# ---- design 1 ----
Design 1, register map, names as in the netlist:
Scale: 2 px per micron.
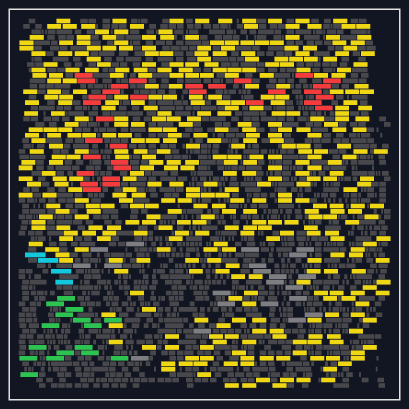

===== config.mk =====
export PLATFORM = sky130hd
export DESIGN_NAME = rob_marker_serializer_flat
export DESIGN_NICKNAME = d
export VERILOG_FILES = /design/src/rtl/rob_marker_pkg.sv /design/src/rtl/rob_marker_serializer_if.sv /design/src/rtl/marker_decode.sv /design/src/rtl/rob_marker_serializer.sv /design/src/flat_wrapper.sv
export SDC_FILE = /design/constraint.sdc
export NUM_CORES = 1
export LEC_CHECK = 0
export ABC_AREA = 0
export CAP_MARGIN = 20
export CORE_MARGIN = 4
export CORE_UTILIZATION = 67
export CTS_BUF_LIST = sky130_fd_sc_hd__clkbuf_8
export CTS_CLUSTER_SIZE = 14
export DETAILED_ROUTE_END_ITERATION = 8
export PLACE_DENSITY_LB_ADDON = 0.12
export SYNTH_ARGS = -nofsm -noshare
export SYNTH_HDL_FRONTEND = slang
export SYNTH_SLANG_ARGS = --single-unit

===== constraint.sdc =====
create_clock -name clock -period 13.8 [get_ports clock]
set_input_delay 2.07 -clock clock [delete_from_list [all_inputs] [get_ports clock]]
set_output_delay 2.07 -clock clock [all_outputs]
set_load 0.02 [all_outputs]

===== src/rtl/rob_marker_pkg.sv =====
// rtl/rob_marker_pkg.sv - shared INFO marker constants, codes and event record
package rob_marker_pkg;

    localparam logic [31:0] INFO_BASE     = 32'h00002013;
    localparam int          INFO_CODE_LSB = 20;
    localparam logic [3:0]  INFO_CODE_MAX = 4'hD;
    localparam int          EVT_ID_MAX_W  = 32;

    // Even codes open a region, odd codes close it.
    typedef enum logic [3:0] {
        VCTM_START  = 4'd0,
        VCTM_END    = 4'd1,
        SYNC_START  = 4'd2,
        SYNC_END    = 4'd3,
        FENCE_START = 4'd4,
        FENCE_END   = 4'd5,
        IRQ_START   = 4'd6,
        IRQ_END     = 4'd7,
        WARM_START  = 4'd8,
        WARM_END    = 4'd9,
        MEAS_START  = 4'd10,
        MEAS_END    = 4'd11,
        TRAIN_START = 4'd12,
        TRAIN_END   = 4'd13
    } marker_code_e;

    typedef struct packed {
        marker_code_e              code;
        logic [1:0]                lane;
        logic [EVT_ID_MAX_W-1:0]   id;
        logic [31:0]               cycle;
    } marker_evt_t;

endpackage


===== src/rtl/rob_marker_serializer_if.sv =====
// rtl/rob_marker_serializer_if.sv - marker event stream towards the sync monitor
interface rob_marker_serializer_if #(
    parameter int ID_W = 16
);
    logic            evt_valid;
    logic            evt_ready;
    logic [3:0]      evt_code;
    logic [1:0]      evt_lane;
    logic [ID_W-1:0] evt_id;
    logic [31:0]     evt_cycle;

    modport master (
        output evt_valid, evt_code, evt_lane, evt_id, evt_cycle,
        input  evt_ready
    );

    modport slave (
        input  evt_valid, evt_code, evt_lane, evt_id, evt_cycle,
        output evt_ready
    );
endinterface


===== src/rtl/marker_decode.sv =====
// rtl/marker_decode.sv - recognises slti x0,x0,imm INFO markers on one lane
module marker_decode
    import rob_marker_pkg::*;
(
    input  logic        valid,
    input  logic [31:0] inst,
    output logic        hit,
    output logic [3:0]  code
);
    assign code = inst[INFO_CODE_LSB+3:INFO_CODE_LSB];
    assign hit  = valid && (inst[19:0] == INFO_BASE[19:0]) &&
                  (inst[31:24] == 8'h00) && (code <= INFO_CODE_MAX);
endmodule


===== src/rtl/rob_marker_serializer.sv =====
// rtl/rob_marker_serializer.sv - queues per-lane INFO markers and streams them one per cycle
module rob_marker_serializer
    import rob_marker_pkg::*;
#(
    parameter int LANES = 2,
    parameter int DEPTH = 8,
    parameter int ID_W  = 16
) (
    input  logic                    clock,
    input  logic                    reset,
    input  logic [LANES-1:0]        lane_valid,
    input  logic [32*LANES-1:0]     lane_inst,
    rob_marker_serializer_if.master evt,
    output logic                    overflow,
    output logic [15:0]             drop_cnt
);
    localparam int PTR_W = $clog2(DEPTH);
    localparam int CNT_W = PTR_W + 1;

    logic [LANES-1:0] hit;
    logic [3:0]       code [LANES];

    for (genvar g = 0; g < LANES; g++) begin : g_dec
        marker_decode u_dec (
            .valid (lane_valid[g]),
            .inst  (lane_inst[32*g +: 32]),
            .hit   (hit[g]),
            .code  (code[g])
        );
    end

    logic [CNT_W-1:0]  wr_q, wr_d, rd_q, rd_d;
    logic [ID_W-1:0]   next_id_q, next_id_d;
    logic [31:0]       cycle_q, cycle_d;
    logic [15:0]       drop_cnt_q, drop_cnt_d;
    logic              overflow_q, overflow_d;
    marker_evt_t       mem_q [DEPTH];
    marker_evt_t       mem_d [DEPTH];

    logic [CNT_W-1:0]  free, push_n, drop_n, waddr;
    logic [16:0]       drop_sum;
    logic              empty, pop;
    logic [PTR_W-1:0]  rd_idx;

    assign empty  = (wr_q == rd_q);
    assign rd_idx = rd_q[PTR_W-1:0];
    assign pop    = !empty && evt.evt_ready;

    always_comb begin
        // Space is judged at start of cycle, so a concurrent pop never admits an extra push.
        free     = CNT_W'(DEPTH) - (wr_q - rd_q);
        push_n   = '0;
        drop_n   = '0;
        waddr    = wr_q;
        mem_d    = mem_q;
        for (int i = 0; i < LANES; i++) begin
            if (hit[i]) begin
                if (push_n < free) begin
                    waddr = wr_q + push_n;
                    mem_d[waddr[PTR_W-1:0]] = '{
                        code:  marker_code_e'(code[i]),
                        lane:  2'(i),
                        id:    EVT_ID_MAX_W'(next_id_q + ID_W'(push_n)),
                        cycle: cycle_q
                    };
                    push_n = push_n + CNT_W'(1);
                end else begin
                    drop_n = drop_n + CNT_W'(1);
                end
            end
        end
        wr_d       = wr_q + push_n;
        rd_d       = rd_q + CNT_W'(pop);
        next_id_d  = next_id_q + ID_W'(push_n);
        cycle_d    = cycle_q + 32'd1;
        drop_sum   = {1'b0, drop_cnt_q} + 17'(drop_n);
        drop_cnt_d = drop_sum[16] ? 16'hFFFF : drop_sum[15:0];
        overflow_d = overflow_q || (drop_n != '0);
    end

    always_ff @(posedge clock or posedge reset) begin
        if (reset) begin
            wr_q       <= '0;
            rd_q       <= '0;
            next_id_q  <= '0;
            cycle_q    <= '0;
            drop_cnt_q <= '0;
            overflow_q <= 1'b0;
        end else begin
            wr_q       <= wr_d;
            rd_q       <= rd_d;
            next_id_q  <= next_id_d;
            cycle_q    <= cycle_d;
            drop_cnt_q <= drop_cnt_d;
            overflow_q <= overflow_d;
        end
    end

    // Storage needs no reset: outputs are masked whenever the pointers say empty.
    always_ff @(posedge clock) begin
        mem_q <= mem_d;
    end

    assign evt.evt_valid = !empty;
    assign evt.evt_code  = empty ? 4'h0     : mem_q[rd_idx].code;
    assign evt.evt_lane  = empty ? 2'd0     : mem_q[rd_idx].lane;
    assign evt.evt_id    = empty ? '0       : mem_q[rd_idx].id[ID_W-1:0];
    assign evt.evt_cycle = empty ? 32'd0    : mem_q[rd_idx].cycle;
    assign overflow      = overflow_q;
    assign drop_cnt      = drop_cnt_q;
endmodule

===== src/flat_wrapper.sv =====
// flat-port wrapper written by rule: the top's interface ports become plain ports
module rob_marker_serializer_flat import rob_marker_pkg::*;
#(
    parameter int LANES = 2,
    parameter int DEPTH = 8,
    parameter int ID_W  = 16
)
  (clock, reset, lane_valid, lane_inst, overflow, drop_cnt, evt_evt_valid, evt_evt_code, evt_evt_lane, evt_evt_id, evt_evt_cycle, evt_evt_ready);
  rob_marker_serializer_if #(.ID_W(ID_W)) evt_i ();
  input  logic clock;
  input  logic reset;
  input  logic [LANES-1:0] lane_valid;
  input  logic [32*LANES-1:0] lane_inst;
  output logic overflow;
  output logic [15:0] drop_cnt;
  output wire logic [$bits(evt_i.evt_valid)-1:0] evt_evt_valid;
  output wire logic [$bits(evt_i.evt_code)-1:0] evt_evt_code;
  output wire logic [$bits(evt_i.evt_lane)-1:0] evt_evt_lane;
  output wire logic [$bits(evt_i.evt_id)-1:0] evt_evt_id;
  output wire logic [$bits(evt_i.evt_cycle)-1:0] evt_evt_cycle;
  input wire logic [$bits(evt_i.evt_ready)-1:0] evt_evt_ready;
  assign evt_evt_valid = evt_i.evt_valid;
  assign evt_evt_code = evt_i.evt_code;
  assign evt_evt_lane = evt_i.evt_lane;
  assign evt_evt_id = evt_i.evt_id;
  assign evt_evt_cycle = evt_i.evt_cycle;
  assign evt_i.evt_ready = evt_evt_ready;
  rob_marker_serializer #(.LANES(LANES), .DEPTH(DEPTH), .ID_W(ID_W)) u_core (.clock(clock), .reset(reset), .lane_valid(lane_valid), .lane_inst(lane_inst), .evt(evt_i), .overflow(overflow), .drop_cnt(drop_cnt));
endmodule

# ---- design 2 ----
===== config.mk =====
export PLATFORM = sky130hd
export DESIGN_NAME = clock_display_scan
export DESIGN_NICKNAME = d
export VERILOG_FILES = /design/src/rtl/clock_pkg.sv /design/src/rtl/clock_display_scan_bcd_to_seg7.sv /design/src/rtl/clock_display_scan.sv
export SDC_FILE = /design/constraint.sdc
export NUM_CORES = 1
export LEC_CHECK = 0
export CAP_MARGIN = 10
export CELL_PAD_IN_SITES_DETAIL_PLACEMENT = 1
export CELL_PAD_IN_SITES_GLOBAL_PLACEMENT = 1
export CORE_ASPECT_RATIO = 0.6
export CORE_UTILIZATION = 40
export DETAILED_ROUTE_END_ITERATION = 16
export GPL_TIMING_DRIVEN = 0
export PLACE_DENSITY_LB_ADDON = 0.1
export SYNTH_ARGS = -nofsm -noshare
export SYNTH_HDL_FRONTEND = slang
export SYNTH_SLANG_ARGS = --single-unit
export TNS_END_PERCENT = 100

===== constraint.sdc =====
create_clock -name clk -period 2.75 [get_ports clk]
set_input_delay 0.55 -clock clk [delete_from_list [all_inputs] [get_ports clk]]
set_output_delay 0.55 -clock clk [all_outputs]
set_load 0.05 [all_outputs]

===== src/rtl/clock_pkg.sv =====
// Shared definitions for the clock display path.
// Holds the digit count, active-low 7-segment patterns ({g,f,e,d,c,b,a}),
// the "all anodes off" value, the scan position enumeration and two small
// helpers: position sequencing and position-to-anode decode.
package clock_pkg;

    localparam int NUM_DIGITS = 6;

    // Active-low segment patterns, bit order {g,f,e,d,c,b,a}
    localparam logic [6:0] SEG_0    = 7'h40;
    localparam logic [6:0] SEG_1    = 7'h79;
    localparam logic [6:0] SEG_2    = 7'h24;
    localparam logic [6:0] SEG_3    = 7'h30;
    localparam logic [6:0] SEG_4    = 7'h19;
    localparam logic [6:0] SEG_5    = 7'h12;
    localparam logic [6:0] SEG_6    = 7'h02;
    localparam logic [6:0] SEG_7    = 7'h78;
    localparam logic [6:0] SEG_8    = 7'h00;
    localparam logic [6:0] SEG_9    = 7'h10;
    localparam logic [6:0] SEG_DASH = 7'h3F;
    localparam logic [6:0] SEG_OFF  = 7'h7F;

    localparam logic [5:0] AN_OFF   = 6'h3F;

    typedef enum logic [2:0] {
        POS_SEC_ONES = 3'd0,
        POS_SEC_TENS = 3'd1,
        POS_MIN_ONES = 3'd2,
        POS_MIN_TENS = 3'd3,
        POS_HR_ONES  = 3'd4,
        POS_HR_TENS  = 3'd5
    } pos_t;

    // Scan order 0 -> 1 -> ... -> 5 -> 0; an illegal code recovers to 0
    function automatic pos_t pos_next(input pos_t p);
        pos_t n;
        case (p)
            POS_SEC_ONES: n = POS_SEC_TENS;
            POS_SEC_TENS: n = POS_MIN_ONES;
            POS_MIN_ONES: n = POS_MIN_TENS;
            POS_MIN_TENS: n = POS_HR_ONES;
            POS_HR_ONES:  n = POS_HR_TENS;
            POS_HR_TENS:  n = POS_SEC_ONES;
            default:      n = POS_SEC_ONES;
        endcase
        return n;
    endfunction

    // One active-low anode per position; an illegal code lights nothing
    function automatic logic [5:0] pos_anode(input pos_t p);
        logic [5:0] a;
        case (p)
            POS_SEC_ONES: a = 6'b111110;
            POS_SEC_TENS: a = 6'b111101;
            POS_MIN_ONES: a = 6'b111011;
            POS_MIN_TENS: a = 6'b110111;
            POS_HR_ONES:  a = 6'b101111;
            POS_HR_TENS:  a = 6'b011111;
            default:      a = AN_OFF;
        endcase
        return a;
    endfunction

endpackage


===== src/rtl/clock_display_scan_bcd_to_seg7.sv =====
// bcd_to_seg7: combinational BCD to active-low 7-segment decoder.
// Ports:
//   bcd  in  4  digit value; 0-9 decode normally, 10-15 show a dash
//   seg  out 7  segments {g,f,e,d,c,b,a}, active-low
module bcd_to_seg7
    import clock_pkg::*;
(
    input  logic [3:0] bcd,
    output logic [6:0] seg
);

    // Digit lookup; non-BCD codes fall through to the dash pattern
    always_comb begin
        seg = SEG_DASH;
        case (bcd)
            4'd0:    seg = SEG_0;
            4'd1:    seg = SEG_1;
            4'd2:    seg = SEG_2;
            4'd3:    seg = SEG_3;
            4'd4:    seg = SEG_4;
            4'd5:    seg = SEG_5;
            4'd6:    seg = SEG_6;
            4'd7:    seg = SEG_7;
            4'd8:    seg = SEG_8;
            4'd9:    seg = SEG_9;
            default: seg = SEG_DASH;
        endcase
    end

endmodule


===== src/rtl/clock_display_scan.sv =====
// clock_display_scan: six-digit multiplexed common-anode display driver for
// an HH:MM:SS clock. All six digits are captured into a shadow register once
// per frame so a digit never changes while the frame is being scanned.
// Ports:
//   clk, rst       clock, synchronous active-high reset
//   en             scan enable; 0 blanks the display and freezes the scan
//   sec_ones..hr_tens  BCD time digits from the time counter
//   an             active-low digit anodes, bit k = position k
//   seg            active-low segments {g,f,e,d,c,b,a}
//   dp             active-low decimal point (blinking colon at positions 2, 4)
//   frame_start    one-cycle pulse the cycle after a frame load
module clock_display_scan
    import clock_pkg::*;
#(
    parameter int SCAN_DIV = 50000,
    parameter bit BLANK_LZ = 1'b1
) (
    input  logic       clk,
    input  logic       rst,
    input  logic       en,
    input  logic [3:0] sec_ones,
    input  logic [2:0] sec_tens,
    input  logic [3:0] min_ones,
    input  logic [2:0] min_tens,
    input  logic [3:0] hr_ones,
    input  logic [1:0] hr_tens,
    output logic [5:0] an,
    output logic [6:0] seg,
    output logic       dp,
    output logic       frame_start
);

    localparam int PW = (SCAN_DIV > 1) ? $clog2(SCAN_DIV) : 1;
    localparam logic [PW-1:0] PCNT_LAST = PW'(SCAN_DIV - 1);

    logic [PW-1:0]                 pcnt_r;
    pos_t                          idx_r;
    logic [NUM_DIGITS-1:0][3:0]    shadow_r;
    logic [5:0]                    an_r;
    logic [6:0]                    seg_r;
    logic                          dp_r;
    logic                          frame_start_r;

    logic                          tc_s;
    logic                          wrap_s;
    logic [3:0]                    digit_s;
    logic [6:0]                    dec_seg_s;
    logic [6:0]                    seg_next_s;
    logic                          dp_next_s;

    assign tc_s   = (pcnt_r == PCNT_LAST);
    assign wrap_s = tc_s && (idx_r == POS_HR_TENS);

    // Prescaler, position counter and frame snapshot. Reset parks the scan on
    // the last count of position 5 so the first enabled cycle loads a frame.
    always_ff @(posedge clk) begin
        if (rst) begin
            pcnt_r   <= PCNT_LAST;
            idx_r    <= POS_HR_TENS;
            shadow_r <= '0;
        end else if (en) begin
            if (tc_s) begin
                pcnt_r <= '0;
                idx_r  <= pos_next(idx_r);
                if (wrap_s) begin
                    shadow_r <= {{2'b00, hr_tens}, hr_ones,
                                 {1'b0, min_tens}, min_ones,
                                 {1'b0, sec_tens}, sec_ones};
                end
            end else begin
                pcnt_r <= pcnt_r + PW'(1);
            end
        end
    end

    // Select the shadow digit for the current position
    always_comb begin
        digit_s = 4'd0;
        case (idx_r)
            POS_SEC_ONES: digit_s = shadow_r[0];
            POS_SEC_TENS: digit_s = shadow_r[1];
            POS_MIN_ONES: digit_s = shadow_r[2];
            POS_MIN_TENS: digit_s = shadow_r[3];
            POS_HR_ONES:  digit_s = shadow_r[4];
            POS_HR_TENS:  digit_s = shadow_r[5];
            default:      digit_s = 4'd0;
        endcase
    end

    bcd_to_seg7 u_bcd_to_seg7 (
        .bcd (digit_s),
        .seg (dec_seg_s)
    );

    // Leading hour zero blanking and colon: the colon dots sit after the
    // minutes-ones and hours-ones digits and blink with the seconds LSB.
    always_comb begin
        seg_next_s = dec_seg_s;
        dp_next_s  = 1'b1;
        if (BLANK_LZ && (idx_r == POS_HR_TENS) && (digit_s == 4'd0)) begin
            seg_next_s = SEG_OFF;
        end else begin
            seg_next_s = dec_seg_s;
        end
        if (((idx_r == POS_MIN_ONES) || (idx_r == POS_HR_ONES)) &&
            (shadow_r[0][0] == 1'b0)) begin
            dp_next_s = 1'b0;
        end else begin
            dp_next_s = 1'b1;
        end
    end

    // Output registers: one cycle behind the position counter, dark when
    // disabled or in reset
    always_ff @(posedge clk) begin
        if (rst) begin
            an_r          <= AN_OFF;
            seg_r         <= SEG_OFF;
            dp_r          <= 1'b1;
            frame_start_r <= 1'b0;
        end else if (en) begin
            an_r          <= pos_anode(idx_r);
            seg_r         <= seg_next_s;
            dp_r          <= dp_next_s;
            frame_start_r <= wrap_s;
        end else begin
            an_r          <= AN_OFF;
            seg_r         <= SEG_OFF;
            dp_r          <= 1'b1;
            frame_start_r <= 1'b0;
        end
    end

    assign an          = an_r;
    assign seg         = seg_r;
    assign dp          = dp_r;
    assign frame_start = frame_start_r;

endmodule



==> layout pictures side by side <==
Placement density heat map.
image #1
Scale: 4 px per micron. The die is cut into 10 by 6 equal tiles; black is low, pale yellow is high, 0 to 100% covered.
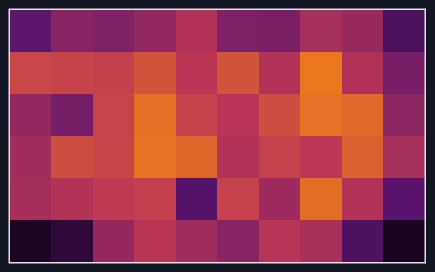
image #2
Scale: 2 px per micron. The die is cut into 19 by 19 equal tiles; black is low, pale yellow is high, 0 to 100% covered.
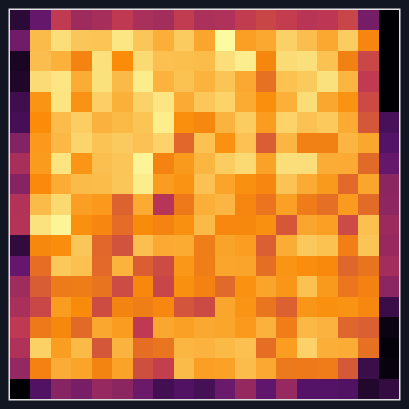
- image #1 = design 2
- image #2 = design 1
The one with the largest die is image #2.

Key to image #1:
mean over tiles = 45%
fullest tile = 69%

Design 1, clock nets:
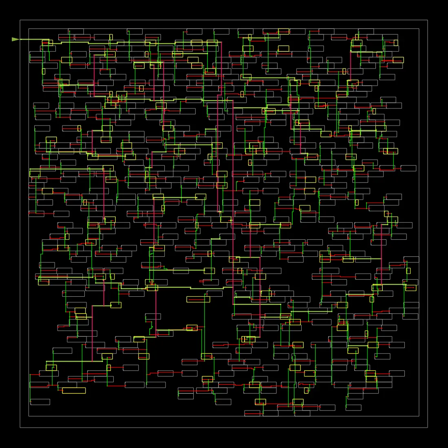
Seq Cell Count: 505
clock sink count: 505

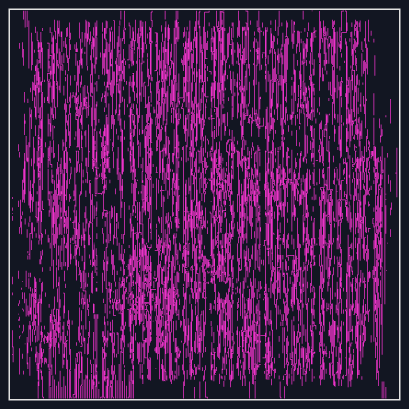
Design 1: M2 wires
Scale: 2 px per micron.
longest straight run = 73.1 microns
wire length on this layer = 26.6 mm

Notes on 'register map, names as in the netlist' of design 1 above:
u_core.drop_cnt -> green  # placed flops 16, where bottom left
u_core.mem_q -> yellow  # placed flops 432, where widely spread
u_core.cycle_q -> red  # placed flops 32
u_core.rd_q -> cyan  # placed flops 4
not coloured = 21
register fraction of the total cell area: 39.49%
Sequential cell area: 10490 sq um
total sequential power: 1.56 mW
Final Util: 77.07%

==> ci_impl_report.md, design 1 <==
## Implementation flow summary

| Metric | Value |
|---|---|
| Unrepaired setup endpoints after global routing | false |
| Proportion of cell area spent on the clock network | 6.492% |
| Worst path arrival time | 4720 ps |
| Synthesized area divided by synthesized cell count | 11.44 sq um |
| Outcome | finished clean |
| CP endpoint | evt_evt_lane[1] |
| Data-path buffer share of cell area in the final layout | 6.144% |
| Sequential share of power | 46.7% |
| Final global-route overflow total | 0 |
| Number of clock-tree buffers in the layout | 109 |
| Die Y | 194.5 microns |
| Total number of vias | 16.06k |
| Fraction of synthesis flops using an asynchronous set or reset pin | 14.46% |
| Tap cell count | 455 |
| Worst clock skew on the final layout | 26.84 ps |
| Inverters | 22 |
| Series of cell instances along the critical path | buf_4 -> buf_4 -> mux4_2 -> mux2i_1 -> nor2_1 -> clkdlybuf4s50_1 |
| Minimum clock period after layout | 6793 ps |
| Stages on the worst setup path | 6 |
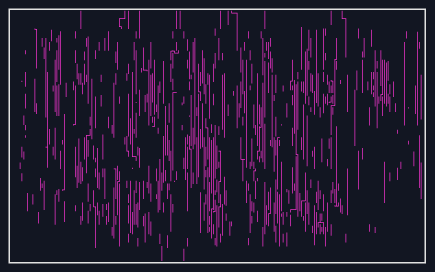
Design 2: M2 wires
Scale: 4 px per micron.
main direction = vertical
wire length on this layer = 2740 microns
longest straight run = 26.9 microns
share of all routed wire = 41%

==> ci_impl_report.md, design 2 <==
## Implementation flow summary

| Metric | Value |
|---|---|
| Actual slew at the worst max-slew pin | 510.6 ps |
| Syn Std Cell Area | 2480 sq um |
| Worst R2R Path Depth | 10 |
| Tap cell count | 80 |
| I/O pin count | 38 |
| Sequential share of power | 45.4% |
| Outcome | finished clean |
| Final global-route overflow total | 0 |
| Max reg flops | 20 |
| Maximum number of pins on one net before global-route repair | 17 |
| Highest-utilization routing layer at the global route stage | met1 |
| Synth top area share | 43.59% |
| Total sequential power | 0.913 mW |
| Sw Ratio | 35.56% |
| Number of buffers inserted during clock tree synthesis | 5 |
| Post-route cell area | 3032 sq um |
| Port Buf Inserts | 35 |

# ---- design 3 ----
Design 3, supply network:
Scale: 2 px per micron. Pins as bars on the die edge.
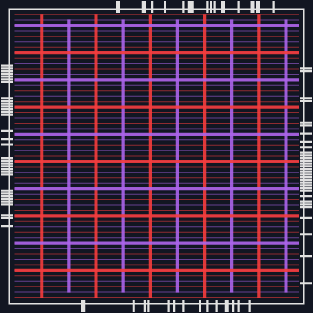
Design 3, register map, names as in the netlist:
Scale: 2 px per micron.
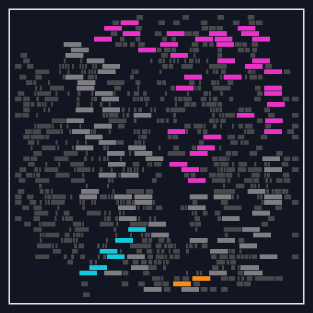
**src/rtl/modulo_controle_ataque.sv**
```systemverilog
// Attack controller: validates a synchronized shot, marks the attack matrix,
// scores it against the latched ship matrix and tracks hits/shots/win/lose.
module modulo_controle_ataque #(
  parameter int unsigned ROWS      = 7,
  parameter int unsigned COLS      = 5,
  parameter int unsigned MAX_SHOTS = 20
) (
  input  logic        clk,
  input  logic        clr,
  input  logic [5:0]  coord_in,
  input  logic        btn_conf,
  input  logic [34:0] m_po,
  output logic [1:0]  status,
  output logic [5:0]  coord_at,
  output logic [34:0] m_at,
  output logic [5:0]  hits,
  output logic [5:0]  shots_left,
  output logic        shot_done,
  output logic        win,
  output logic        lose
);

  typedef enum logic [1:0] {S_LOAD, S_IDLE, S_CHECK, S_DONE} state_t;

  state_t      r_state;
  logic        r_sync0;
  logic        r_sync1;
  logic        r_sync_prev;
  logic [34:0] r_ship;
  logic [5:0]  r_total;

  logic        w_press;
  logic [2:0]  w_row;
  logic [2:0]  w_col;
  logic        w_in_range;
  logic [5:0]  w_lin;
  logic [5:0]  w_idx;
  logic        w_repeat;
  logic        w_hit;
  logic [5:0]  w_hits_next;
  logic [5:0]  w_left_next;

  assign w_press     = r_sync1 & ~r_sync_prev;
  assign w_row       = coord_at[5:3];
  assign w_col       = coord_at[2:0];
  assign w_in_range  = (w_row < 3'(ROWS)) && (w_col < 3'(COLS));
  assign w_lin       = 6'(w_row) * 6'(COLS) + 6'(w_col);
  // Row 0 / col 0 lives at the MSB of the 35-bit matrices.
  assign w_idx       = 6'(ROWS * COLS - 1) - w_lin;
  assign w_repeat    = w_in_range && m_at[w_idx];
  assign w_hit       = w_in_range && r_ship[w_idx];
  assign w_hits_next = hits + {5'b0, w_hit};
  assign w_left_next = shots_left - 6'd1;

  always_ff @(posedge clk or negedge clr) begin
    if (!clr) begin
      r_state     <= S_LOAD;
      r_sync0     <= 1'b0;
      r_sync1     <= 1'b0;
      r_sync_prev <= 1'b0;
      r_ship      <= '0;
      r_total     <= '0;
      status      <= 2'b00;
      coord_at    <= '0;
      m_at        <= '0;
      hits        <= '0;
      shots_left  <= 6'(MAX_SHOTS);
      shot_done   <= 1'b0;
      win         <= 1'b0;
      lose        <= 1'b0;
    end else begin
      r_sync0     <= btn_conf;
      r_sync1     <= r_sync0;
      r_sync_prev <= r_sync1;
      shot_done   <= 1'b0;

      case (r_state)
        S_LOAD: begin
          r_ship  <= m_po;
          r_total <= 6'($countones(m_po));
          if (m_po == '0) begin
            win     <= 1'b1;
            r_state <= S_DONE;
          end else begin
            r_state <= S_IDLE;
          end
        end

        S_IDLE: begin
          if (w_press) begin
            coord_at <= coord_in;
            r_state  <= S_CHECK;
          end
        end

        S_CHECK: begin
          shot_done <= 1'b1;
          if (!w_in_range || w_repeat) begin
            status  <= 2'b11;
            r_state <= S_IDLE;
          end else begin
            m_at[w_idx] <= 1'b1;
            shots_left  <= w_left_next;
            hits        <= w_hits_next;
            status      <= w_hit ? 2'b10 : 2'b01;
            // Completing the fleet wins even when it also spends the last shot.
            if (w_hits_next == r_total) begin
              win     <= 1'b1;
              r_state <= S_DONE;
            end else if (w_left_next == '0) begin
              lose    <= 1'b1;
              r_state <= S_DONE;
            end else begin
              r_state <= S_IDLE;
            end
          end
        end

        default: r_state <= S_DONE;
      endcase
    end
  end

endmodule

```
**config.mk**
```make
export PLATFORM = sky130hd
export DESIGN_NAME = modulo_controle_ataque
export DESIGN_NICKNAME = d
export VERILOG_FILES = /design/src/rtl/modulo_controle_ataque.sv
export SDC_FILE = /design/constraint.sdc
export NUM_CORES = 1
export LEC_CHECK = 0
export CAP_MARGIN = 20
export CORE_MARGIN = 2
export CORE_UTILIZATION = 30
export DETAILED_ROUTE_END_ITERATION = 16
export GPL_TIMING_DRIVEN = 0
export PLACE_DENSITY_LB_ADDON = 0.05
export SLEW_MARGIN = 20
export SYNTH_ARGS = -nofsm -noshare
export SYNTH_HDL_FRONTEND = slang
export SYNTH_SLANG_ARGS = --single-unit
```
**constraint.sdc**
```tcl
create_clock -name clk -period 6.9 [get_ports clk]
set_input_delay 1.38 -clock clk [delete_from_list [all_inputs] [get_ports clk]]
set_output_delay 1.38 -clock clk [all_outputs]
set_load 0.05 [all_outputs]
```
==> ci_impl_report.md <==
## Implementation flow summary

| Metric | Value |
|---|---|
| Outcome | finished clean |
| Terminus of the critical flop-to-flop path | r_state[1] |
| Dominant kind of cell by area | multi-input combinational cells |
| Drt first pass iters | 5 |
| Gpl congestion | 0.8298 |
| Inst Count DP | 986 |
| Sequential share of the synthesized area | 42.78% |
| Comb area leader | simple AND/OR/NAND/NOR gates |
| Path category of the worst min-delay check | reg -> reg |
| Insertion delay of the later-clocked pin in the worst-skew pair | 350 ps |
| Count of plain and timing-repair buffers | 128 |
| Port Buf Inserts | 101 |
| Share of the core filled by cells before placement | 30.29% |
| Final slew viol count | 0 |
| Tap cell count | 270 |
| Clk pin slew, worst setup/hold paths | 70 ps |
| Area fraction in compound gates | 13.23% |
| Met3 Track Usage GR | 2.906% |
| Register fraction of the total cell area | 33.44% |
## Picture notes: 'supply network' of design 3
VDD -> purple
VSS -> red
signal pins = 102
rows = 52
met4 straps = 10
met5 straps = 10
met1 rails = 53

## Picture notes: 'register map, names as in the netlist' of design 3
m_at -> magenta  # placed flops 35
r_total -> cyan  # placed flops 6
status -> orange  # placed flops 2
not coloured = 61


No activity file was given, so power comes from the tool's default toggle rates.
